=== design 1 ===
### Placed standard cells, design 1

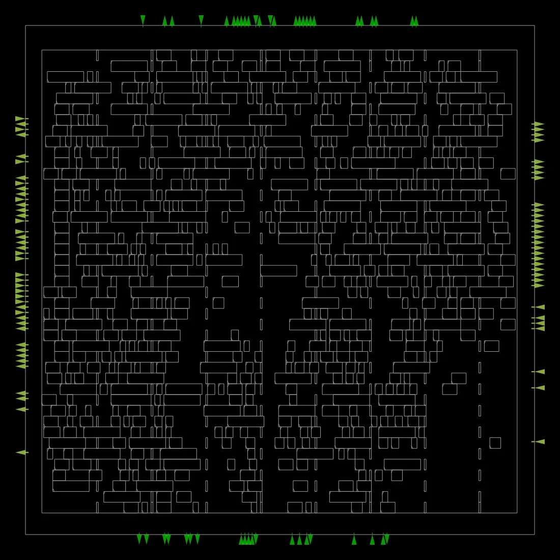
### Wiring by layer, design 1

Drawn at 2 px/um. Two of the layers only.
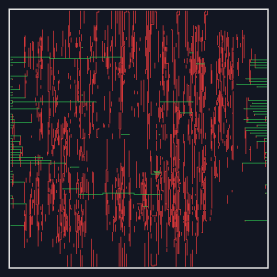
### config.mk
export PLATFORM = sky130hd
export DESIGN_NAME = adc_pair_packer
export DESIGN_NICKNAME = d
export VERILOG_FILES = /design/src/rtl/adc_pair_packer.sv
export SDC_FILE = /design/constraint.sdc
export NUM_CORES = 1
export LEC_CHECK = 0
export CELL_PAD_IN_SITES_DETAIL_PLACEMENT = 1
export CELL_PAD_IN_SITES_GLOBAL_PLACEMENT = 2
export CORE_MARGIN = 4
export CORE_UTILIZATION = 33
export DETAILED_ROUTE_END_ITERATION = 6
export HOLD_SLACK_MARGIN = 0.06
export PLACE_DENSITY = 0.86
export SETUP_SLACK_MARGIN = 0.02
export SLEW_MARGIN = 20
export SYNTH_ARGS = -nofsm -noshare
export SYNTH_HDL_FRONTEND = slang
export SYNTH_SLANG_ARGS = --single-unit
### constraint.sdc
create_clock -name clk -period 5.4 [get_ports clk]
set_input_delay 0.81 -clock clk [delete_from_list [all_inputs] [get_ports clk]]
set_output_delay 0.81 -clock clk [all_outputs]
set_load 0.02 [all_outputs]
### src/rtl/adc_pair_packer.sv
`default_nettype none
// ============================================================================
// Module   : adc_pair_packer
// Brief    : Pairs channel-A/channel-B ADC conversions, decimates, and emits
//            packed 32-bit words {4'h0, chB, 4'h0, chA} for sample storage.
// Revision : 1.0 - initial release
// ============================================================================
module adc_pair_packer #(
    parameter int CH_A    = 1,
    parameter int CH_B    = 2,
    parameter int DECIM_W = 16
) (
    input  logic               clk,
    input  logic               reset_n,
    input  logic               enable,
    input  logic [DECIM_W-1:0] decim,
    input  logic               adc_valid,
    input  logic [4:0]         adc_channel,
    input  logic [11:0]        adc_data,
    output logic               sample_valid,
    output logic [31:0]        sample_data,
    output logic [15:0]        orphan_cnt,
    output logic [31:0]        pair_cnt
);

    localparam logic [4:0]         c_ch_a      = 5'(CH_A);
    localparam logic [4:0]         c_ch_b      = 5'(CH_B);
    localparam logic [DECIM_W-1:0] c_decim_one = DECIM_W'(1);

    typedef enum logic [0:0] {
        S_WAIT_A = 1'b0,
        S_WAIT_B = 1'b1
    } state_t;

    state_t             r_state;
    logic [11:0]        r_a_latch;
    logic [DECIM_W-1:0] r_decim_cnt;
    logic               r_sample_valid;
    logic [31:0]        r_sample_data;
    logic [15:0]        r_orphan_cnt;
    logic [31:0]        r_pair_cnt;

    logic w_is_a;
    logic w_is_b;

    assign w_is_a = adc_valid && (adc_channel == c_ch_a);
    assign w_is_b = adc_valid && (adc_channel == c_ch_b);

    always_ff @(posedge clk or negedge reset_n) begin
        if (!reset_n) begin
            r_state        <= S_WAIT_A;
            r_a_latch      <= 12'h000;
            r_decim_cnt    <= '0;
            r_sample_valid <= 1'b0;
            r_sample_data  <= 32'h0000_0000;
            r_orphan_cnt   <= 16'h0000;
            r_pair_cnt     <= 32'h0000_0000;
        end else begin
            r_sample_valid <= 1'b0;
            if (!enable) begin
                // Discard any half-formed pair so the first pair after
                // re-enable is emitted from a clean decimation phase.
                r_state     <= S_WAIT_A;
                r_decim_cnt <= '0;
            end else begin
                case (r_state)
                    S_WAIT_A: begin
                        if (w_is_a) begin
                            r_a_latch <= adc_data;
                            r_state   <= S_WAIT_B;
                        end
                    end
                    S_WAIT_B: begin
                        if (w_is_b) begin
                            r_state <= S_WAIT_A;
                            if (r_decim_cnt == '0) begin
                                r_sample_data  <= {4'h0, adc_data, 4'h0, r_a_latch};
                                r_sample_valid <= 1'b1;
                                r_pair_cnt     <= r_pair_cnt + 32'd1;
                                r_decim_cnt    <= decim;
                            end else begin
                                r_decim_cnt <= r_decim_cnt - c_decim_one;
                            end
                        end else if (w_is_a) begin
                            r_a_latch <= adc_data;
                            if (r_orphan_cnt != 16'hFFFF) begin
                                r_orphan_cnt <= r_orphan_cnt + 16'd1;
                            end
                        end
                    end
                    default: r_state <= S_WAIT_A;
                endcase
            end
        end
    end

    assign sample_valid = r_sample_valid;
    assign sample_data  = r_sample_data;
    assign orphan_cnt   = r_orphan_cnt;
    assign pair_cnt     = r_pair_cnt;

endmodule
`default_nettype wire

==> results.env <==
OUTCOME='finished, final reports clean'
YS_ASYNC_SR_FRACTION=1.00
PLACEMENTROWS=43
DRC=0
R2R_END='pair_cnt[29]'
CRIT_PATH_CELLS='nor4_1 -> nand4_1 -> nor4_4 -> nand4_1 -> xnor2_1'
HOLD_CRIT_START='sample_data[19]'
LAYOUT-AREA-OVERHEAD-VS-SYNTH_PCT=33.0
PATH_BUFFERS=0
TOP_ROUTING_LAYER_USED='met4'
HOLD-PATH-ENDPOINT='sample_data[19]'
CLKSINKCOUNT=102
SYNTHDISTINCTLIBCELLS=49
GRT_PASS1_VIAS=4400
FIN_WORST_HOLD_SLACK_NS=0.466
POSTLAYOUTSETUPSLACKWORST_NS=2.18
SHARE_OF_THE_SYNTHESIZED_AREA_IN_THE_TOP_CELL_TYPE=0.532
LAY_TOP_COUNT='sky130_fd_sc_hd__clkdlybuf4s50_1'
FINALPOWER_mW=1.56
POST-PLACE-WS_NS=1.81
TIMING.REG2REG.WORST_PATH_DEPTH=5
TIMING.SLEW.HEADROOM=0.363
REGTOREGSTARTPOINT='r_decim_cnt[7]'
## Picture notes: 'Placed standard cells' of design 1
number of flip-flops and latches: 102
Post-Route Utilization: 0.455
layout filler cell count: 1565
final instance count without filler cells: 767
standard cell core area: 14000 sq um

## Picture notes: 'Wiring by layer' of design 1
legend:
  red:
    layer: met2
    wire_length: 6590 um
  green:
    layer: met3
    wire_length: 590 um

-- power by group --
part / internal (mW) / switching (mW)
Clock: 0.380 / 0.319
Sequential: 0.776 / 0.00658
Combinational: 0.0368 / 0.0377
Total: 1.19 / 0.363
-- cell type report --
class	instances	area (sq um)	share of cell area
well taps	180	225	0.0353
multi-input cells	347	2140	0.335
repair buffers	112	1110	0.174
inverters	10	37.5	0.00588
flip-flops and latches	102	2550	0.400
clock inverters	6	76.3	0.0120
clock buffers	10	239	0.0374
-- synthesized netlist by cell type, drive strengths merged (3+ instances only) --
cell and instances:
nand2 105, dfrtp 102, xnor2 27, o21ai 26, nand3 18, nand4 17
xor2 17, nor3 16, nor2 15, mux2 13, a21oi 12, nor4 12
clkbuf 11, buf 10, inv 10, and3 9, and4 7, ha 4
or3 4, a21o 3, and2 3, o311ai 3, or4 3
-- kinds of logic after synthesis --
group	Yosys count	synth area share
xor gates and xnor gates	44	0.0803
and+or+nand+nor	218	0.233
DFF	102	0.532
adders and majority gates	4	0.0104
AOI/OAI and AO/OA	59	0.0806
buffers and inverters	31	0.0310
muxes	14	0.0326
other	1	0.000781

=== design 2 ===
### Pin map, design 2

Drawn at 3 px/um. Pins as bars across the die edge, other pins in gray.
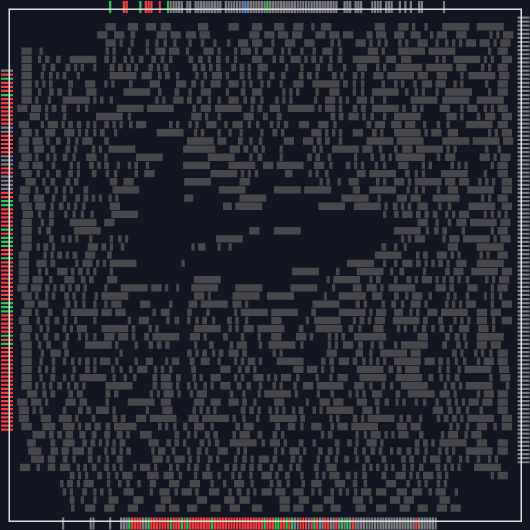
### Wiring by layer, design 2

Drawn at 1.5 px/um. Two of the layers only.
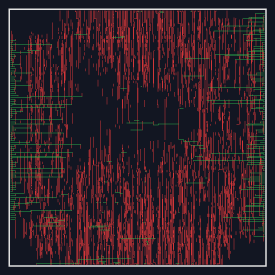
### src/rtl/fpu_addsub_arbiter_pkg.sv
// fpu_arb_pkg: shared types and constants for the FPU add/sub arbiter.
//   FP32_W                 : single-precision operand width
//   FPU_OP_ADD/FPU_OP_SUB  : op encoding on the FPU issue port
//   tag_t                  : in-flight tag {vld, id}, id wide enough for 8 requesters
//   ONE/TWO/THREE          : FP32 constants (1.0, 2.0, 3.0)
//   make_tag               : builds a tag from a valid bit and requester index
package fpu_arb_pkg;

  localparam int FP32_W = 32;

  localparam logic FPU_OP_ADD = 1'b1;
  localparam logic FPU_OP_SUB = 1'b0;

  typedef struct packed {
    logic       vld;
    logic [2:0] id;
  } tag_t;

  localparam logic [31:0] ONE   = 32'h3F80_0000;
  localparam logic [31:0] TWO   = 32'h4000_0000;
  localparam logic [31:0] THREE = 32'h4040_0000;

  function automatic tag_t make_tag(input logic vld, input logic [2:0] id);
    tag_t t;
    t.vld = vld;
    t.id  = id;
    return t;
  endfunction

endpackage

### src/rtl/fpu_addsub_arbiter_if.sv
// fpu_addsub_arbiter_if: requester and FPU-side signals of the arbiter.
//   i_req_valid/o_req_ready : per-requester handshake (ready is one-hot grant)
//   i_req_op/i_req_a/i_req_b: per-requester op and packed operands
//   o_fpu_*                 : issue port to the shared FPU
//   i_fpu_result            : FPU result, FPU_LAT cycles after issue
//   o_rsp_valid/o_rsp_data  : one-hot response strobe and result
// Modports: slave = arbiter side, master = requesters + FPU side.
interface fpu_addsub_arbiter_if #(
  parameter int NUM_REQ = 4,
  parameter int DATA_W  = 32
);

  logic [NUM_REQ-1:0]        i_req_valid;
  logic [NUM_REQ-1:0]        o_req_ready;
  logic [NUM_REQ-1:0]        i_req_op;
  logic [NUM_REQ*DATA_W-1:0] i_req_a;
  logic [NUM_REQ*DATA_W-1:0] i_req_b;
  logic                      o_fpu_valid;
  logic                      o_fpu_op;
  logic [DATA_W-1:0]         o_fpu_a;
  logic [DATA_W-1:0]         o_fpu_b;
  logic [DATA_W-1:0]         i_fpu_result;
  logic [NUM_REQ-1:0]        o_rsp_valid;
  logic [DATA_W-1:0]         o_rsp_data;

  modport slave (
    input  i_req_valid, i_req_op, i_req_a, i_req_b, i_fpu_result,
    output o_req_ready, o_fpu_valid, o_fpu_op, o_fpu_a, o_fpu_b,
           o_rsp_valid, o_rsp_data
  );

  modport master (
    output i_req_valid, i_req_op, i_req_a, i_req_b, i_fpu_result,
    input  o_req_ready, o_fpu_valid, o_fpu_op, o_fpu_a, o_fpu_b,
           o_rsp_valid, o_rsp_data
  );

endinterface

### src/rtl/fpu_addsub_arbiter_rr_arbiter.sv
// rr_arbiter: combinational round-robin grant.
//   i_req     : request vector
//   i_ptr     : highest-priority index this cycle
//   o_gnt     : one-hot grant (all-zero when nothing requests)
//   o_gnt_idx : binary index of the granted requester (0 when idle)
module rr_arbiter #(
  parameter int N  = 4,
  parameter int IW = $clog2(N)
) (
  input  logic [N-1:0]  i_req,
  input  logic [IW-1:0] i_ptr,
  output logic [N-1:0]  o_gnt,
  output logic [IW-1:0] o_gnt_idx
);

  int   idx_s;
  logic found_s;

  // Walk from the pointer, wrapping at N; the first active request wins.
  always_comb begin
    o_gnt     = '0;
    o_gnt_idx = '0;
    found_s   = 1'b0;
    idx_s     = 0;
    for (int k = 0; k < N; k++) begin
      idx_s = int'(i_ptr) + k;
      idx_s = (idx_s >= N) ? (idx_s - N) : idx_s;
      if (!found_s && i_req[idx_s]) begin
        o_gnt[idx_s] = 1'b1;
        o_gnt_idx    = IW'(idx_s);
        found_s      = 1'b1;
      end else begin
        found_s = found_s;
      end
    end
  end

endmodule

### src/rtl/fpu_addsub_arbiter.sv
// fpu_addsub_arbiter: round-robin sharing of one pipelined FPU add/sub unit.
//   i_clk, i_rst : clock, asynchronous active-high reset
//   bus (slave)  : requester handshake, FPU issue port, FPU result, responses
//   o_busy_cnt, o_conflict_cnt : saturating perf counters, present only when
//                                FPU_ARB_PERF_EN is defined
// Accept at cycle t -> issue at t+1 -> result sampled at t+1+FPU_LAT ->
// response strobe at t+2+FPU_LAT.
module fpu_addsub_arbiter
  import fpu_arb_pkg::*;
#(
  parameter int NUM_REQ = 4,
  parameter int DATA_W  = 32,
  parameter int FPU_LAT = 3
) (
  input  logic i_clk,
  input  logic i_rst,
`ifdef FPU_ARB_PERF_EN
  output logic [15:0] o_busy_cnt,
  output logic [15:0] o_conflict_cnt,
`endif
  fpu_addsub_arbiter_if.slave bus
);

  localparam int IDX_W = $clog2(NUM_REQ);

  logic [NUM_REQ-1:0] gnt_s;
  logic [IDX_W-1:0]   gnt_idx_s;
  logic [IDX_W-1:0]   ptr_r;
  logic [IDX_W-1:0]   ptr_nxt_s;
  logic               accept_s;
  logic               sel_op_s;
  logic [DATA_W-1:0]  sel_a_s;
  logic [DATA_W-1:0]  sel_b_s;

  logic               fpu_valid_r;
  logic               fpu_op_r;
  logic [DATA_W-1:0]  fpu_a_r;
  logic [DATA_W-1:0]  fpu_b_r;

  // issue_tag_r travels with the issue register; the FPU_LAT stages behind it
  // put the last stage in the same cycle as the matching i_fpu_result.
  tag_t               issue_tag_r;
  tag_t               tag_r [FPU_LAT];
  tag_t               last_tag_s;

  logic [NUM_REQ-1:0] rsp_hot_s;
  logic [NUM_REQ-1:0] rsp_valid_r;
  logic [DATA_W-1:0]  rsp_data_r;

  rr_arbiter #(
    .N  (NUM_REQ),
    .IW (IDX_W)
  ) u_rr_arbiter (
    .i_req     (bus.i_req_valid),
    .i_ptr     (ptr_r),
    .o_gnt     (gnt_s),
    .o_gnt_idx (gnt_idx_s)
  );

  // Grant is purely a function of requests and pointer.
  assign bus.o_req_ready = gnt_s;
  assign accept_s        = |(bus.i_req_valid & gnt_s);
  assign last_tag_s      = tag_r[FPU_LAT-1];

  // Winner's operands and next pointer (winner+1, wrapping at NUM_REQ).
  always_comb begin
    sel_op_s = bus.i_req_op[gnt_idx_s];
    sel_a_s  = bus.i_req_a[int'(gnt_idx_s)*DATA_W +: DATA_W];
    sel_b_s  = bus.i_req_b[int'(gnt_idx_s)*DATA_W +: DATA_W];
    if (gnt_idx_s == IDX_W'(NUM_REQ - 1)) begin
      ptr_nxt_s = '0;
    end else begin
      ptr_nxt_s = gnt_idx_s + IDX_W'(1);
    end
  end

  // Decode the retiring tag into a one-hot response strobe.
  always_comb begin
    rsp_hot_s = '0;
    for (int k = 0; k < NUM_REQ; k++) begin
      rsp_hot_s[k] = last_tag_s.vld && (last_tag_s.id == 3'(k));
    end
  end

  // Round-robin pointer: moves past the winner only on an accept.
  always_ff @(posedge i_clk or posedge i_rst) begin
    if (i_rst) begin
      ptr_r <= '0;
    end else if (accept_s) begin
      ptr_r <= ptr_nxt_s;
    end
  end

  // Issue register: strobe every accept, operands hold while idle.
  always_ff @(posedge i_clk or posedge i_rst) begin
    if (i_rst) begin
      fpu_valid_r <= 1'b0;
      fpu_op_r    <= 1'b0;
      fpu_a_r     <= '0;
      fpu_b_r     <= '0;
    end else begin
      fpu_valid_r <= accept_s;
      if (accept_s) begin
        fpu_op_r <= sel_op_s;
        fpu_a_r  <= sel_a_s;
        fpu_b_r  <= sel_b_s;
      end
    end
  end

  // Tag pipeline: clearing on reset drops every in-flight response.
  always_ff @(posedge i_clk or posedge i_rst) begin
    if (i_rst) begin
      issue_tag_r <= '0;
      for (int i = 0; i < FPU_LAT; i++) begin
        tag_r[i] <= '0;
      end
    end else begin
      issue_tag_r <= make_tag(accept_s, 3'(gnt_idx_s));
      tag_r[0]    <= issue_tag_r;
      for (int i = 1; i < FPU_LAT; i++) begin
        tag_r[i] <= tag_r[i-1];
      end
    end
  end

  // Response register: capture the FPU result for the retiring tag.
  always_ff @(posedge i_clk or posedge i_rst) begin
    if (i_rst) begin
      rsp_valid_r <= '0;
      rsp_data_r  <= '0;
    end else begin
      rsp_valid_r <= rsp_hot_s;
      if (last_tag_s.vld) begin
        rsp_data_r <= bus.i_fpu_result;
      end
    end
  end

  assign bus.o_fpu_valid = fpu_valid_r;
  assign bus.o_fpu_op    = fpu_op_r;
  assign bus.o_fpu_a     = fpu_a_r;
  assign bus.o_fpu_b     = fpu_b_r;
  assign bus.o_rsp_valid = rsp_valid_r;
  assign bus.o_rsp_data  = rsp_data_r;

`ifdef FPU_ARB_PERF_EN
  logic [15:0] busy_cnt_r;
  logic [15:0] conflict_cnt_r;
  logic        multi_req_s;

  // More than one bit set <=> clearing the lowest set bit leaves something.
  assign multi_req_s = |(bus.i_req_valid & (bus.i_req_valid - NUM_REQ'(1)));

  // Saturating counters for issue-busy and contended cycles.
  always_ff @(posedge i_clk or posedge i_rst) begin
    if (i_rst) begin
      busy_cnt_r     <= 16'h0000;
      conflict_cnt_r <= 16'h0000;
    end else begin
      if (fpu_valid_r && (busy_cnt_r != 16'hFFFF)) begin
        busy_cnt_r <= busy_cnt_r + 16'h0001;
      end
      if (multi_req_s && (conflict_cnt_r != 16'hFFFF)) begin
        conflict_cnt_r <= conflict_cnt_r + 16'h0001;
      end
    end
  end

  assign o_busy_cnt     = busy_cnt_r;
  assign o_conflict_cnt = conflict_cnt_r;
`endif

endmodule

### src/flat_wrapper.sv
// flat-port wrapper written by rule: the top's interface ports become plain ports
module fpu_addsub_arbiter_flat import fpu_arb_pkg::*;
#(
  parameter int NUM_REQ = 4,
  parameter int DATA_W  = 32,
  parameter int FPU_LAT = 3
)
  (i_clk, i_rst, bus_i_req_valid, bus_i_req_op, bus_i_req_a, bus_i_req_b, bus_i_fpu_result, bus_o_req_ready, bus_o_fpu_valid, bus_o_fpu_op, bus_o_fpu_a, bus_o_fpu_b, bus_o_rsp_valid, bus_o_rsp_data);
  fpu_addsub_arbiter_if #(.NUM_REQ(NUM_REQ), .DATA_W(DATA_W)) bus_i ();
  input  logic i_clk;
  input  logic i_rst;
  input wire logic [$bits(bus_i.i_req_valid)-1:0] bus_i_req_valid;
  input wire logic [$bits(bus_i.i_req_op)-1:0] bus_i_req_op;
  input wire logic [$bits(bus_i.i_req_a)-1:0] bus_i_req_a;
  input wire logic [$bits(bus_i.i_req_b)-1:0] bus_i_req_b;
  input wire logic [$bits(bus_i.i_fpu_result)-1:0] bus_i_fpu_result;
  output wire logic [$bits(bus_i.o_req_ready)-1:0] bus_o_req_ready;
  output wire logic [$bits(bus_i.o_fpu_valid)-1:0] bus_o_fpu_valid;
  output wire logic [$bits(bus_i.o_fpu_op)-1:0] bus_o_fpu_op;
  output wire logic [$bits(bus_i.o_fpu_a)-1:0] bus_o_fpu_a;
  output wire logic [$bits(bus_i.o_fpu_b)-1:0] bus_o_fpu_b;
  output wire logic [$bits(bus_i.o_rsp_valid)-1:0] bus_o_rsp_valid;
  output wire logic [$bits(bus_i.o_rsp_data)-1:0] bus_o_rsp_data;
  assign bus_i.i_req_valid = bus_i_req_valid;
  assign bus_i.i_req_op = bus_i_req_op;
  assign bus_i.i_req_a = bus_i_req_a;
  assign bus_i.i_req_b = bus_i_req_b;
  assign bus_i.i_fpu_result = bus_i_fpu_result;
  assign bus_o_req_ready = bus_i.o_req_ready;
  assign bus_o_fpu_valid = bus_i.o_fpu_valid;
  assign bus_o_fpu_op = bus_i.o_fpu_op;
  assign bus_o_fpu_a = bus_i.o_fpu_a;
  assign bus_o_fpu_b = bus_i.o_fpu_b;
  assign bus_o_rsp_valid = bus_i.o_rsp_valid;
  assign bus_o_rsp_data = bus_i.o_rsp_data;
  fpu_addsub_arbiter #(.NUM_REQ(NUM_REQ), .DATA_W(DATA_W), .FPU_LAT(FPU_LAT)) u_core (.i_clk(i_clk), .i_rst(i_rst), .bus(bus_i));
endmodule
### config.mk
export PLATFORM = sky130hd
export DESIGN_NAME = fpu_addsub_arbiter_flat
export DESIGN_NICKNAME = d
export VERILOG_FILES = /design/src/rtl/fpu_addsub_arbiter_pkg.sv /design/src/rtl/fpu_addsub_arbiter_if.sv /design/src/rtl/fpu_addsub_arbiter_rr_arbiter.sv /design/src/rtl/fpu_addsub_arbiter.sv /design/src/flat_wrapper.sv
export SDC_FILE = /design/constraint.sdc
export NUM_CORES = 1
export LEC_CHECK = 0
export ABC_AREA = 1
export CAP_MARGIN = 20
export CELL_PAD_IN_SITES_DETAIL_PLACEMENT = 1
export CELL_PAD_IN_SITES_GLOBAL_PLACEMENT = 1
export CORE_MARGIN = 2
export CORE_UTILIZATION = 29
export DETAILED_ROUTE_END_ITERATION = 6
export GPL_ROUTABILITY_DRIVEN = 0
export PLACE_DENSITY_LB_ADDON = 0.3
export SLEW_MARGIN = 5
export SYNTH_ARGS = -nofsm -noshare
export SYNTH_HDL_FRONTEND = slang
export SYNTH_SLANG_ARGS = --single-unit
### constraint.sdc
create_clock -name i_clk -period 6.2 [get_ports i_clk]
set_input_delay 0.62 -clock i_clk [delete_from_list [all_inputs] [get_ports i_clk]]
set_output_delay 0.62 -clock i_clk [all_outputs]
set_load 0.02 [all_outputs]
==> results.env <==
HOLD_CRIT_START='u_core.issue_tag_r[1]'
WORST_SETUP_PATH_START_KIND='register'
LIBRARY_CELL_OCCUPYING_THE_MOST_AREA_IN_THE_POST_SYNTHESIS_NETLIST='sky130_fd_sc_hd__dfrtp_1'
WORSTSETUPENDPOINT='u_core.bus.o_fpu_a[31]'
OUTCOME='finished, final reports clean'
FINALWIRELENGTH_UM=32800
SYNTHDISTINCTLIBCELLS=25
MET3_LENGTH_UM=2180
POST_SYNTH_MOST_FREQUENT_CELLS='sky130_fd_sc_hd__nand2_1, sky130_fd_sc_hd__nand3_1, sky130_fd_sc_hd__inv_1'
CLOCK_BUFFERS_CREATED_BY_TRITONCTS=17
YOSYS_WARNINGS=0
POST-PLACE-WS_NS=1.94
ROUTEDLENGTHMET1_UM=13100
POST_CTS_RESIZE_COUNT=0
ROUTED_VIA_DENSITY=4.65
YOSYS_CELLS=1306
MAX_SLEW.WORST_PIN.SLEW_NS=1.02
CTS.ROOT.BUFFER_CELL='sky130_fd_sc_hd__clkbuf_16'
POSTLAYOUTSETUPSLACKWORST_NS=1.98
FP_NETS=1610
FINALPOWER_mW=8.62
TNS_NS=0
DETAIL_ROUTE_MET2_WL_UM=16500
REGTOREGSTARTPOINT='u_core.ptr_r[0]'
HOLD_PATH_STAGES=0
PLACEMENT.CELL_AREA_SQ_UM=12200
DRT_PRE_ANTENNA_ITERS=4
Notes on 'Pin map' of design 2 above:
legend:
  blue:
    port: `bus_o_fpu_valid`
    pins: 1
    direction: output
    edge: top
  green:
    port: `bus_o_fpu_b`
    pins: 32
    direction: output
    edge: 14 bottom, 14 left, 4 top
  red:
    port: `bus_i_req_b`
    pins: 128
    direction: input
    edge: 65 left, 57 bottom, 6 top
all pins by edge: 119 bottom, 110 right, 89 left, 86 top

Notes on 'Wiring by layer' of design 2 above:
legend:
  red:
    layer: met2
    wire_length: 16500 um
  green:
    layer: met3
    wire_length: 2180 um

==> power by group <==
group	switching, mW	total, mW	internal, mW
sequential	0.215	1.39	1.18
combinational	4.10	6.24	2.14
clock	0.384	0.991	0.607
==> layout by cell type (no fill, tap or decap), drive strengths merged <==
master	count
a21boi	5
a21oi	4
buf	11
bufinv	2
clkbuf	18
clkdlybuf4s50	403
clkinv	11
clkinvlp	1
dfrtp	115
diode	3
ha	6
inv	278
nand2	526
nand3	278
nand4	6
nor2	3
nor3	4
o21ai	1
xnor2	1
==> kinds of logic (layout without fill, tap and decap cells) <==
family                     after synthesis  count (layout)  synth area share
xor gates and xnor gates                 1               1           0.00109
and+or+nand+nor                        817             817             0.437
other                                    0               3                 0
buffers and inverters                  357             724             0.186
AOI/OAI and AO/OA                       10              10           0.00782
DFF                                    115             115             0.360
adders and majority gates                6               6           0.00938
==> cell type report <==
cell class | instances | area, sq um | area share
flip-flops and latches | 115 | 2880 | 0.226
inverters | 278 | 1050 | 0.0824
well taps | 341 | 427 | 0.0335
clock inverters | 14 | 156 | 0.0123
repair buffers | 414 | 4140 | 0.324
multi-input cells | 834 | 3660 | 0.287
clock buffers | 18 | 439 | 0.0344
diodes | 3 | 7.51 | 0.000589

=== design 3 ===
### Signal wires on met2, design 3

Drawn at 6 px/um.
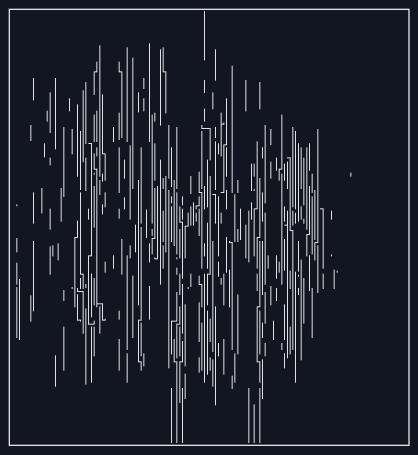
## config.mk

```make
export PLATFORM = sky130hd
export DESIGN_NAME = forward_select_unit
export DESIGN_NICKNAME = d
export VERILOG_FILES = /design/src/rtl/forward_select_unit.sv
export SDC_FILE = /design/constraint.sdc
export NUM_CORES = 1
export LEC_CHECK = 0
export CAP_MARGIN = 10
export CORE_ASPECT_RATIO = 1.1
export CORE_MARGIN = 3
export CORE_UTILIZATION = 35
export DETAILED_ROUTE_END_ITERATION = 8
export GPL_TIMING_DRIVEN = 0
export PLACE_DENSITY = 0.69
export SYNTH_ARGS = -nofsm -noshare
export SYNTH_HDL_FRONTEND = slang
export SYNTH_HIERARCHICAL = 1
export SYNTH_SLANG_ARGS = --single-unit
```

## constraint.sdc

```tcl
create_clock -name CLK -period 1.6 [get_ports CLK]
set_clock_uncertainty 0.1 [all_clocks]
set_input_delay 0.16 -clock CLK [delete_from_list [all_inputs] [get_ports CLK]]
set_output_delay 0.16 -clock CLK [all_outputs]
set_load 0.05 [all_outputs]
```

## src/rtl/forward_select_unit.sv

```systemverilog
// EX-stage operand forwarding control: tracks in-flight destination registers,
// produces registered rs1/rs2 bypass selects and a combinational load-use stall.

module fsu_sel_lane #(
  parameter int REG_ADDR_W = 5,
  parameter int SEL_W      = 2,
  parameter int STAGES     = 3
) (
  input  logic [REG_ADDR_W-1:0]             rs,
  input  logic                              use_rs,
  input  logic [STAGES:1]                   wr_vld,
  input  logic [STAGES:1][REG_ADDR_W-1:0]   ent_rd,
  output logic [SEL_W-1:0]                  sel
);
  logic [STAGES:1] hit;

  for (genvar s = 1; s <= STAGES; s++) begin : g_hit
    assign hit[s] = wr_vld[s] & (ent_rd[s] != '0) & (ent_rd[s] == rs) & use_rs;
  end

  // Walk oldest to youngest so the youngest match wins; stage index is the code.
  always_comb begin
    sel = '0;
    for (int s = STAGES; s >= 1; s--) begin
      if (hit[s]) sel = SEL_W'(s);
    end
  end
endmodule

module forward_select_unit #(
  parameter int REG_ADDR_W = 5,
  parameter int SEL_W      = 2
) (
  input  logic                  CLK,
  input  logic                  RESET_N,
  input  logic                  ID_VALID,
  input  logic [REG_ADDR_W-1:0] ID_RS1,
  input  logic [REG_ADDR_W-1:0] ID_RS2,
  input  logic                  ID_USE_RS1,
  input  logic                  ID_USE_RS2,
  input  logic [REG_ADDR_W-1:0] ID_RD,
  input  logic                  ID_REG_WRITE,
  input  logic                  ID_MEM_READ,
  input  logic                  FLUSH,
  output logic [SEL_W-1:0]      FWD_SEL1,
  output logic [SEL_W-1:0]      FWD_SEL2,
  output logic                  LOAD_USE_STALL
);
  localparam int STAGES = 3;  // 1=EX, 2=MEM, 3=WB
  localparam int NOPS   = 2;

  typedef struct packed {
    logic [REG_ADDR_W-1:0] rd;
    logic                  reg_write;
    logic                  mem_read;
  } trk_t;

  trk_t [STAGES:1]                  trk_q, trk_d;
  logic [STAGES:1]                  vld_pipe_q, vld_pipe_d;
  trk_t                             new_ent;
  logic                             new_vld;
  logic                             stall;
  logic [STAGES:1]                  wr_vld;
  logic [STAGES:1][REG_ADDR_W-1:0]  ent_rd;
  logic [NOPS-1:0][REG_ADDR_W-1:0]  rs_vec;
  logic [NOPS-1:0]                  use_vec;
  logic [NOPS-1:0][SEL_W-1:0]       sel_c, sel_d, sel_q;

  assign rs_vec  = {ID_RS2, ID_RS1};
  assign use_vec = {ID_USE_RS2, ID_USE_RS1};

  // Only a load sitting in EX can hazard; anything older is covered by bypass.
  always_comb begin
    stall = ID_VALID & ~FLUSH & vld_pipe_q[1] & trk_q[1].mem_read & (trk_q[1].rd != '0) &
            ((ID_USE_RS1 & (trk_q[1].rd == ID_RS1)) | (ID_USE_RS2 & (trk_q[1].rd == ID_RS2)));
  end
  assign LOAD_USE_STALL = stall;

  assign new_vld = ID_VALID & ~stall & ~FLUSH;

  always_comb begin
    new_ent = '0;
    if (new_vld) begin
      new_ent.rd        = ID_RD;
      new_ent.reg_write = ID_REG_WRITE;
      new_ent.mem_read  = ID_MEM_READ;
    end
  end

  for (genvar s = 1; s <= STAGES; s++) begin : g_ent
    assign wr_vld[s] = vld_pipe_q[s] & trk_q[s].reg_write;
    assign ent_rd[s] = trk_q[s].rd;
  end

  for (genvar g = 0; g < NOPS; g++) begin : g_lane
    fsu_sel_lane #(
      .REG_ADDR_W (REG_ADDR_W),
      .SEL_W      (SEL_W),
      .STAGES     (STAGES)
    ) u_lane (
      .rs     (rs_vec[g]),
      .use_rs (use_vec[g]),
      .wr_vld (wr_vld),
      .ent_rd (ent_rd),
      .sel    (sel_c[g])
    );
  end

  always_comb begin
    trk_d[1] = new_ent;
    for (int s = 2; s <= STAGES; s++) trk_d[s] = trk_q[s-1];
    vld_pipe_d = {vld_pipe_q[STAGES-1:1], new_vld};
    // A bubble entering EX carries no operands, so its selects are zero.
    sel_d = new_vld ? sel_c : '0;
  end

  always_ff @(posedge CLK or negedge RESET_N) begin
    if (!RESET_N) begin
      trk_q      <= '0;
      vld_pipe_q <= '0;
      sel_q      <= '0;
    end else begin
      trk_q      <= trk_d;
      vld_pipe_q <= vld_pipe_d;
      sel_q      <= sel_d;
    end
  end

  assign FWD_SEL1 = sel_q[0];
  assign FWD_SEL2 = sel_q[1];
endmodule
```

==> results.env <==
YS.FLOPS=26
OUTCOME='finished with violations'
POST_SYNTH_INSTANCE_AREA_SQ_UM=1400
WORST_SETUP_PATH_START_KIND='register'
POSTLAYOUTSETUPSLACKWORST_NS=-0.266
GRT_MAX_DEGREE=27
GLOBAL_ROUTE.USAGE.TOTAL=0.157
GRT-OVFL-TOTAL=0
LAYOUT-AREA-OVERHEAD-VS-SYNTH_PCT=46.3
YS_ASYNC_SR_FRACTION=1.00
YOSYS_CELLS=142
XOR_SHARE=0.212
DIE-WIDTH_UM=66.4
CLOCK_TREE.HTREE_LEVEL_COUNT=1
PORT_BUF_INSERTS=27
DETAILED_PLACE_HPWL_UM=2510
DESIGN.CORE.AREA_SQ_UM=3740
LIBRARY_CELL_OCCUPYING_THE_MOST_AREA_IN_THE_POST_SYNTHESIS_NETLIST='sky130_fd_sc_hd__dfrtp_1'
ANTENNA_VIOLATING_NETS_POST_ROUTE=0
FLIP_FLOPS_WITH_A_BUILT_IN_ENABLE=0
FINALINSTANCEAREA_SQ_UM=2050
WORST-SETUP-PATH-TYPE='register to primary output'
SETUP_VIOL=5
MIN_PERIOD_OVER_PERIOD=1.17
CLOCK_PATH_BUFFERS=2
DESIGN.DIE.AREA_SQ_UM=4810
FINALWIRELENGTH_UM=3660
VIOLATIONS_IN_THE_FINAL_REPORTS='negative setup slack'
DRT_ITER0_MARKERS=46
About 'Signal wires on met2' of design 3:
wire length on this layer: 1880 um
main direction: vertical

layer usage:
| layer | GRT usage | vias up | wire length (um) |
|---|---|---|---|
| met2 | 0.254 | 37 | 1880 |
| met1 | 0.199 | 593 | 1500 |
| met4 | 0.0677 | 0 | 68 |
| met5 | 0 | - | 0 |
| met3 | 0.0387 | 10 | 203 |
| li1 | - | 588 | - |
where the power goes:
part	leakage, nW	switching [mW]	internal, mW	total [mW]
sequential	0.343	0.0240	0.680	0.703
combinational	0.484	0.123	0.133	0.256
clock	0.0288	0.197	0.220	0.416
layout make-up:
cell class / instances / area [sq um] / area share
Buffer: 3 / 22.5 / 0.0110
Clock buffer: 4 / 55.1 / 0.0268
Inverter: 6 / 22.5 / 0.0110
Multi-Input combinational cell: 107 / 842 / 0.410
Sequential cell: 26 / 657 / 0.320
Tap cell: 50 / 62.6 / 0.0305
Timing Repair Buffer: 41 / 393 / 0.191
cells by family (layout without fill, tap and decap cells):
group | count (synthesis) | in the layout
xor gates and xnor gates | 34 | 34
AOI/OAI and AO/OA | 30 | 30
and+or+nand+nor | 43 | 43
buffers and inverters | 9 | 54
DFF | 26 | 26

=== design 4 ===
===== src/rtl/tdm_pkg.sv =====
// Shared types and constants for the 4-channel TDM receive path.
package tdm_pkg;

    localparam int NCH   = 4;
    localparam int WIDTH = 4;

    typedef logic [1:0]       slot_t;
    typedef logic [WIDTH-1:0] chan_t;

    typedef enum logic [1:0] {
        IDLE = 2'd0,
        RECV = 2'd1
    } state_t;

endpackage


===== src/rtl/tdm_demux4w4.sv =====
// TDM demultiplexer: collects four nibbles per frame into a shadow bank and
// publishes them together, or writes one channel directly in select mode.
module tdm_demux4w4
    import tdm_pkg::*;
(
    input  logic             clk,
    input  logic             rst,
    input  logic [WIDTH-1:0] Yin,
    input  logic             Yvalid,
    input  logic             Sof,
    input  logic             Mode,
    input  logic [1:0]       Sel,
    output logic [WIDTH-1:0] D0,
    output logic [WIDTH-1:0] D1,
    output logic [WIDTH-1:0] D2,
    output logic [WIDTH-1:0] D3,
    output logic [NCH-1:0]   Dvalid,
    output logic             frame_done,
    output logic             frame_err
);

    state_t state;
    slot_t  slot;
    chan_t  shadow [NCH];

    // Frame FSM, slot counter, shadow bank and registered outputs in one place
    // so the outputs only ever move on a complete frame or a direct write.
    always_ff @(posedge clk) begin
        if (rst) begin
            state      <= IDLE;
            slot       <= '0;
            D0         <= '0;
            D1         <= '0;
            D2         <= '0;
            D3         <= '0;
            Dvalid     <= '0;
            frame_done <= 1'b0;
            frame_err  <= 1'b0;
            for (int i = 0; i < NCH; i++) shadow[i] <= '0;
        end else begin
            frame_done <= 1'b0;
            frame_err  <= 1'b0;
            if (Mode) begin
                // Leaving TDM mid-frame abandons the partial frame.
                if (state == RECV) begin
                    frame_err <= 1'b1;
                    state     <= IDLE;
                    slot      <= '0;
                end
                if (Yvalid) begin
                    case (Sel)
                        2'd0:    D0 <= Yin;
                        2'd1:    D1 <= Yin;
                        2'd2:    D2 <= Yin;
                        default: D3 <= Yin;
                    endcase
                    Dvalid[Sel] <= 1'b1;
                end
            end else if (Yvalid) begin
                case (state)
                    IDLE: begin
                        // Only a start-of-frame beat can open a frame.
                        if (Sof) begin
                            shadow[0] <= Yin;
                            slot      <= slot_t'(1);
                            state     <= RECV;
                        end
                    end
                    RECV: begin
                        if (Sof) begin
                            // Resync: drop what we have, this beat is slot 0.
                            frame_err <= 1'b1;
                            shadow[0] <= Yin;
                            slot      <= slot_t'(1);
                        end else begin
                            shadow[slot] <= Yin;
                            if (slot == slot_t'(NCH-1)) begin
                                // Last beat bypasses the shadow so it lands on this edge.
                                D0         <= shadow[0];
                                D1         <= shadow[1];
                                D2         <= shadow[2];
                                D3         <= Yin;
                                Dvalid     <= '1;
                                slot       <= '0;
                                state      <= IDLE;
                                frame_done <= 1'b1;
                            end else begin
                                slot <= slot + slot_t'(1);
                            end
                        end
                    end
                    default: begin
                        state <= IDLE;
                        slot  <= '0;
                    end
                endcase
            end
        end
    end

endmodule


===== config.mk =====
export PLATFORM = sky130hd
export DESIGN_NAME = tdm_demux4w4
export DESIGN_NICKNAME = d
export VERILOG_FILES = /design/src/rtl/tdm_pkg.sv /design/src/rtl/tdm_demux4w4.sv
export SDC_FILE = /design/constraint.sdc
export NUM_CORES = 1
export LEC_CHECK = 0
export CAP_MARGIN = 20
export CORE_ASPECT_RATIO = 1.25
export CORE_UTILIZATION = 30
export DETAILED_ROUTE_END_ITERATION = 8
export PLACE_DENSITY_LB_ADDON = 0.12
export SKIP_CTS_REPAIR_TIMING = 1
export SYNTH_ARGS = -nofsm -noshare
export SYNTH_HDL_FRONTEND = slang
export SYNTH_SLANG_ARGS = --single-unit

===== constraint.sdc =====
create_clock -name clk -period 1.86 [get_ports clk]
set_input_delay 0.372 -clock clk [delete_from_list [all_inputs] [get_ports clk]]
set_output_delay 0.372 -clock clk [all_outputs]
set_load 0.05 [all_outputs]

==> results.env <==
OUTCOME='finished, final reports clean'
ROUTED_VIA_DENSITY=4.65
GP_CONGESTION=0.684
POST-PLACE-WS_NS=-0.202
FINALWIRELENGTH_UM=3390
DESIGN.DIE.AREA_SQ_UM=5770
CRITPATHSLOWESTCELL='sky130_fd_sc_hd__clkdlybuf4s50_1'
DETAILED_PLACE_HPWL_UM=2540
DRT_PRE_ANTENNA_ITERS=4
SYNTH-SIMPLE-AREA-SHARE=0.197
FINAL_CORE_UTIL=0.421
CRIT_ARRIVAL_NS=1.42
R2R_END='shadow[2][0]'
WORSTSETUPENDPOINT='D0[3]'
HOLD_PATH_STAGES=2
SEQUENTIAL_CELL_AREA_SQ_UM=861
LEAKAGEPOWER_nW=0.958
GRT-OVFL-TOTAL=0
POSTSYNTHCELLCOUNT=149
==> layout make-up <==
class                           instances  area share
Clock buffer                            6      0.0332
Clock inverter                          1     0.00172
Inverter                                6      0.0103
Multi-Input combinational cell         98       0.329
Sequential cell                        37       0.394
Tap cell                               62      0.0355
Timing Repair Buffer                   52       0.196
==> cells by family after synthesis <==
logic type      Yosys count
simple gates             55
flops                    37
compound gates           26
mux                      16
buf+inv                  14
fa+ha+maj                 1
==> power by group <==
part           internal, mW  total (mW)  switching, mW  leakage, nW
registers             0.870       0.888         0.0173        0.328
clock network         0.252       0.512          0.259       0.0387
logic                 0.123       0.313          0.190        0.591
total                  1.25        1.71          0.467        0.958
==> sequential cells by signal, indices dropped and copies added, names as in the netlist <==
name,cells
D0,4
D1,4
D2,4
D3,4
Dvalid,4
frame_done,1
frame_err,1
shadow,12
slot,2
state,1
==> per-layer routing <==
metal	share of wire	wire length, um
met1	0.46	1570
met2	0.48	1620
met3	0.042	141
met4	0.017	57
met5	0	0
### Pin map, design 4

Drawn at 6 px/um. Pins as bars across the die edge, other pins in gray.
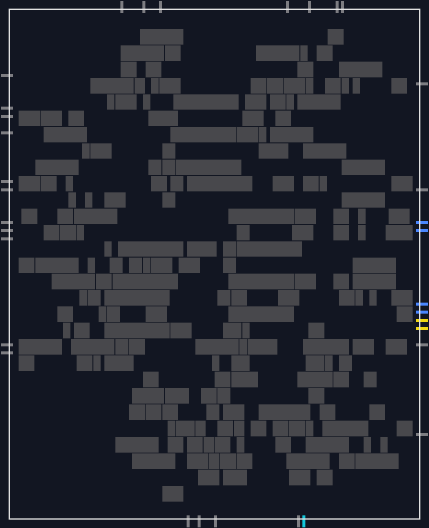
legend:
  yellow:
    port: `Sel`
    pins: 2
    direction: input
    edge: right
  cyan:
    port: `frame_done`
    pins: 1
    direction: output
    edge: bottom
  blue:
    port: `D1`
    pins: 4
    direction: output
    edge: right

### Port wiring, design 4

Drawn at 3 px/um.
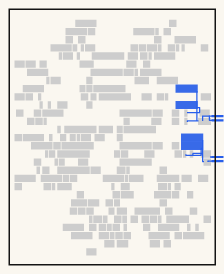
legend:
  blue:
    port: `D1`
    direction: output
    edge: right
    end_cells: 4
    buffers: 4
    wire: 50.3 um


=== design 5 ===
### config.mk
export PLATFORM = sky130hd
export DESIGN_NAME = fp16_mul_pipe
export DESIGN_NICKNAME = d
export VERILOG_FILES = /design/src/rtl/fp16_mul_pipe.sv
export SDC_FILE = /design/constraint.sdc
export NUM_CORES = 1
export LEC_CHECK = 0
export ABC_AREA = 1
export ABC_CLOCK_PERIOD_IN_PS = 3500
export CAP_MARGIN = 20
export CORE_AREA = 2 2 112 114
export CTS_CLUSTER_DIAMETER = 120
export CTS_CLUSTER_SIZE = 8
export DETAILED_ROUTE_END_ITERATION = 16
export DIE_AREA = 0 0 114 116
export DONT_BUFFER_PORTS = 1
export MAX_ROUTING_LAYER = met4
export PLACE_DENSITY = 0.86
export SYNTH_ARGS = -nofsm -noshare
export SYNTH_HDL_FRONTEND = slang
export SYNTH_SLANG_ARGS = --single-unit
### constraint.sdc
create_clock -name clk -period 3.5 [get_ports clk]
set_clock_uncertainty 0.1 [all_clocks]
set_input_delay 0.7 -clock clk [delete_from_list [all_inputs] [get_ports clk]]
set_output_delay 0.7 -clock clk [all_outputs]
set_load 0.01 [all_outputs]
### src/rtl/fp16_mul_pipe.sv
// Two-stage FP16 multiplier with valid/ready handshake.
// S1 forms sign, exponent sum, mantissa product and special flags; S2 normalises, rounds and packs.
module fp16_mul_pipe #(
  parameter bit RNE = 1'b1
) (
  input  logic        clk,
  input  logic        rst_n,
  input  logic        in_valid,
  output logic        in_ready,
  input  logic [15:0] a,
  input  logic [15:0] b,
  output logic        out_valid,
  input  logic        out_ready,
  output logic [15:0] product
);

  logic               advance;

  logic               v1_q, v1_d;
  logic               sign1_q, sign1_d;
  logic signed [6:0]  exp1_q, exp1_d;
  logic [21:0]        mant1_q, mant1_d;
  logic               nan1_q, nan1_d;
  logic               inf1_q, inf1_d;
  logic               zero1_q, zero1_d;

  logic               v2_q, v2_d;
  logic [15:0]        prod_q, prod_d;

  logic [4:0]         ea, eb;
  logic [9:0]         fa, fb;
  logic               a_zero, b_zero, a_inf, b_inf, a_nan, b_nan;
  logic [10:0]        ma, mb;

  logic [9:0]         norm_m;
  logic               guard, sticky, rnd;
  logic [10:0]        rsum;
  logic signed [6:0]  exp_n, exp_r;
  logic [15:0]        pack;

  assign advance   = !v2_q || out_ready;
  assign in_ready  = advance;
  assign out_valid = v2_q;
  assign product   = prod_q;

  // Stage 1: subnormal operands count as zero and contribute no mantissa.
  always_comb begin
    ea     = a[14:10];
    eb     = b[14:10];
    fa     = a[9:0];
    fb     = b[9:0];
    a_zero = (ea == 5'd0);
    b_zero = (eb == 5'd0);
    a_inf  = (ea == 5'h1F) && (fa == 10'd0);
    b_inf  = (eb == 5'h1F) && (fb == 10'd0);
    a_nan  = (ea == 5'h1F) && (fa != 10'd0);
    b_nan  = (eb == 5'h1F) && (fb != 10'd0);
    ma     = a_zero ? '0 : {1'b1, fa};
    mb     = b_zero ? '0 : {1'b1, fb};

    v1_d    = v1_q;
    sign1_d = sign1_q;
    exp1_d  = exp1_q;
    mant1_d = mant1_q;
    nan1_d  = nan1_q;
    inf1_d  = inf1_q;
    zero1_d = zero1_q;
    if (advance) begin
      v1_d    = in_valid;
      sign1_d = a[15] ^ b[15];
      exp1_d  = $signed({2'b00, ea}) + $signed({2'b00, eb}) - 7'sd15;
      mant1_d = ma * mb;
      nan1_d  = a_nan || b_nan || (a_inf && b_zero) || (b_inf && a_zero);
      inf1_d  = a_inf || b_inf;
      zero1_d = a_zero || b_zero;
    end
  end

  // Stage 2: on a 2.x product the bit shifted out still feeds sticky.
  always_comb begin
    norm_m = mant1_q[21] ? mant1_q[20:11] : mant1_q[19:10];
    guard  = mant1_q[21] ? mant1_q[10]    : mant1_q[9];
    sticky = mant1_q[21] ? (|mant1_q[9:0]) : (|mant1_q[8:0]);
    exp_n  = exp1_q + $signed({6'b0, mant1_q[21]});
    rnd    = RNE && guard && (sticky || norm_m[0]);
    rsum   = {1'b0, norm_m} + {10'b0, rnd};
    exp_r  = exp_n + $signed({6'b0, rsum[10]});

    if (nan1_q)                pack = 16'h7E00;
    else if (inf1_q)           pack = {sign1_q, 5'h1F, 10'h000};
    else if (zero1_q)          pack = {sign1_q, 15'h0000};
    else if (exp_r >= 7'sd31)  pack = {sign1_q, 5'h1F, 10'h000};
    else if (exp_r <= 7'sd0)   pack = {sign1_q, 15'h0000};
    else                       pack = {sign1_q, exp_r[4:0], rsum[9:0]};

    v2_d   = v2_q;
    prod_d = prod_q;
    if (advance) begin
      v2_d   = v1_q;
      prod_d = pack;
    end
  end

  always_ff @(posedge clk or negedge rst_n) begin
    if (!rst_n) begin
      v1_q    <= 1'b0;
      sign1_q <= 1'b0;
      exp1_q  <= '0;
      mant1_q <= '0;
      nan1_q  <= 1'b0;
      inf1_q  <= 1'b0;
      zero1_q <= 1'b0;
      v2_q    <= 1'b0;
      prod_q  <= '0;
    end else begin
      v1_q    <= v1_d;
      sign1_q <= sign1_d;
      exp1_q  <= exp1_d;
      mant1_q <= mant1_d;
      nan1_q  <= nan1_d;
      inf1_q  <= inf1_d;
      zero1_q <= zero1_d;
      v2_q    <= v2_d;
      prod_q  <= prod_d;
    end
  end

endmodule

### Placed standard cells, design 5

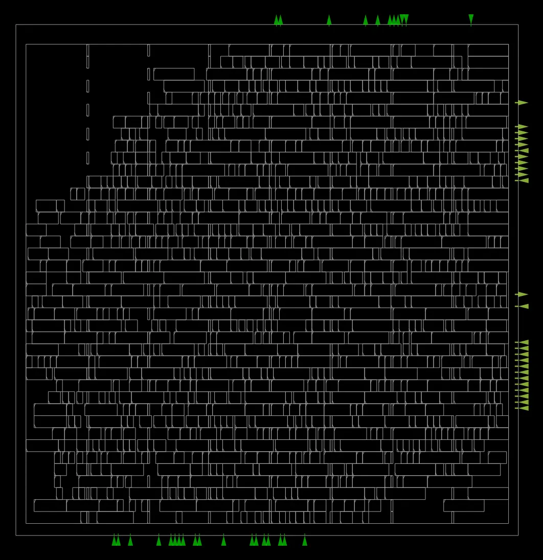
number of well taps: 147
final instance count without filler cells: 1231

==> results.env <==
OUTCOME='finished with violations'
VIOLATIONS_IN_THE_FINAL_REPORTS='negative setup slack'
RSZ_0062_RAISED_AFTER_GLOBAL_ROUTING='true'
DRT-WIRELENGTH-PER-CELL_UM=20.8
CTS.ROOT.BUFFER_CELL='sky130_fd_sc_hd__clkbuf_16'
SYNTH_CHIP_AREA_SQ_UM=7120
POST_SYNTH_INSTANCE_AREA_SQ_UM=7120
CRITPATHSLOWESTCELL='sky130_fd_sc_hd__fa_1'
SEQ_CELL_COUNT=51
PORTS=54
NONCLOCKBUFFERCOUNT=132
TIMING.CRITICAL_PATH.MAX_DELAY_FAMILY='adder cells'
POSTLAYOUTSETUPSLACKWORST_NS=-1.78
DIE.SIZE.Y_UM=116
CLOCK_TREE.HTREE_LEVEL_COUNT=2
NUMBER_OF_ANTENNA_VIOLATIONS_AT_THE_FIRST_CHECK_IN_GLOBAL_ROUTING=0
LIBRARY_CELL_OCCUPYING_THE_MOST_AREA_IN_THE_POST_SYNTHESIS_NETLIST='sky130_fd_sc_hd__fa_1'
SETUP_VIOL=32
CRIT_ARRIVAL_NS=5.43
### Signal wires on met2, design 5

Drawn at 4 px/um.
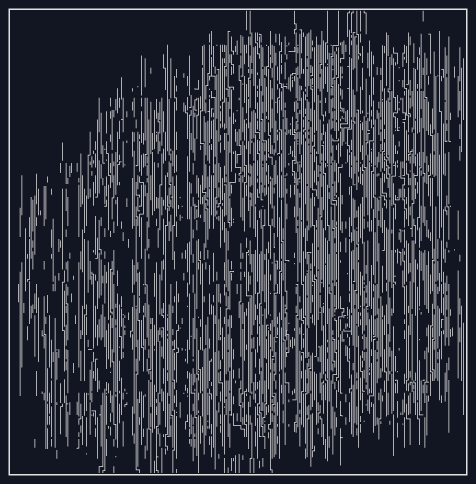
main direction: vertical
nets with wire on the layer: 1149
wire length on this layer: 11700 um

## worst reg2reg max path, delay by kind of cell (launching register included)
kind                       cells  cell delay [ns]
AOI/OAI and AO/OA              1             0.15
xor gates and xnor gates       1             0.33
adders and majority gates      3             0.55
buffers and inverters          5             0.53
DFF                            1             0.50
and+or+nand+nor               11             1.41
## registers in the layout (all words and copies together), names as in the netlist
name and flops:
zero1_q 1, inf1_q 1, v1_q 1, nan1_q 1
mant1_q 22, sign1_q 1, out_valid 1, product 16
exp1_q 7
## logic make-up after synthesis
family / Yosys count / synth area share
flops: 51 / 0.179
compound gates: 89 / 0.0726
buf+inv: 215 / 0.116
fa+ha+maj: 153 / 0.355
simple gates: 437 / 0.259
xor+xnor: 13 / 0.0181
## metal layers
layer	share of wire	vias to the layer above	track usage	routed length, um
li1	-	3187	-	-
met1	0.34	3518	0.404	8590
met2	0.46	581	0.582	11700
met3	0.12	228	0.0805	2990
met4	0.090	0	0.189	2300
met5	0	-	-	0
## timing repair
item	4_1_cts	5_1_grt
hold buffers	1	0
endpoints found under the setup margin	18	33
pin swaps	42	41
gates cloned	1	1
gates resized	67	85
setup buffers	15	19
hold endpoints to repair	51	0


## Gallery

Signal wires on met2.
panel A
Drawn at 6 px/um.
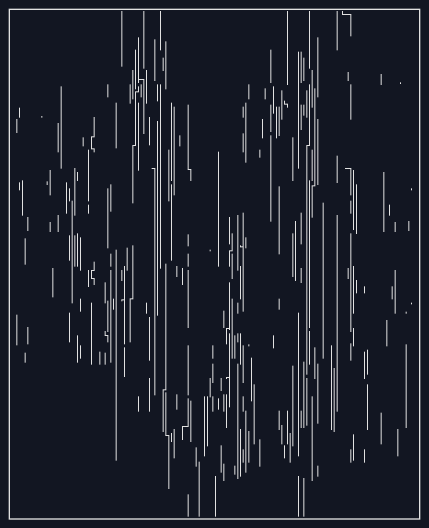
panel B
Drawn at 4 px/um.
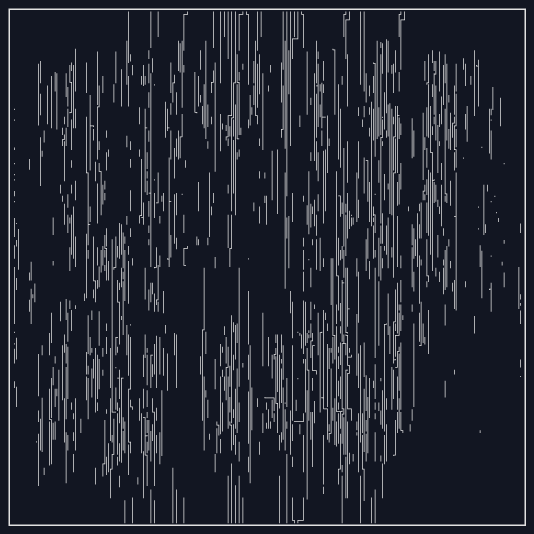
panel C
Drawn at 3 px/um.
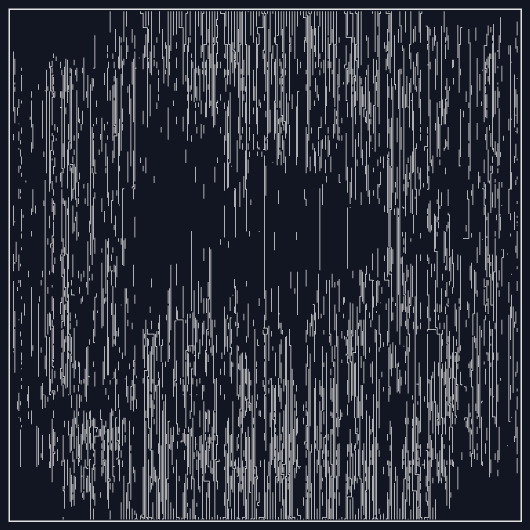
The one with the smallest die is panel A.
For design 1, see panel B.
For design 4, see panel A.
For design 2, see panel C.

Power and IR drop assume default switching activity.
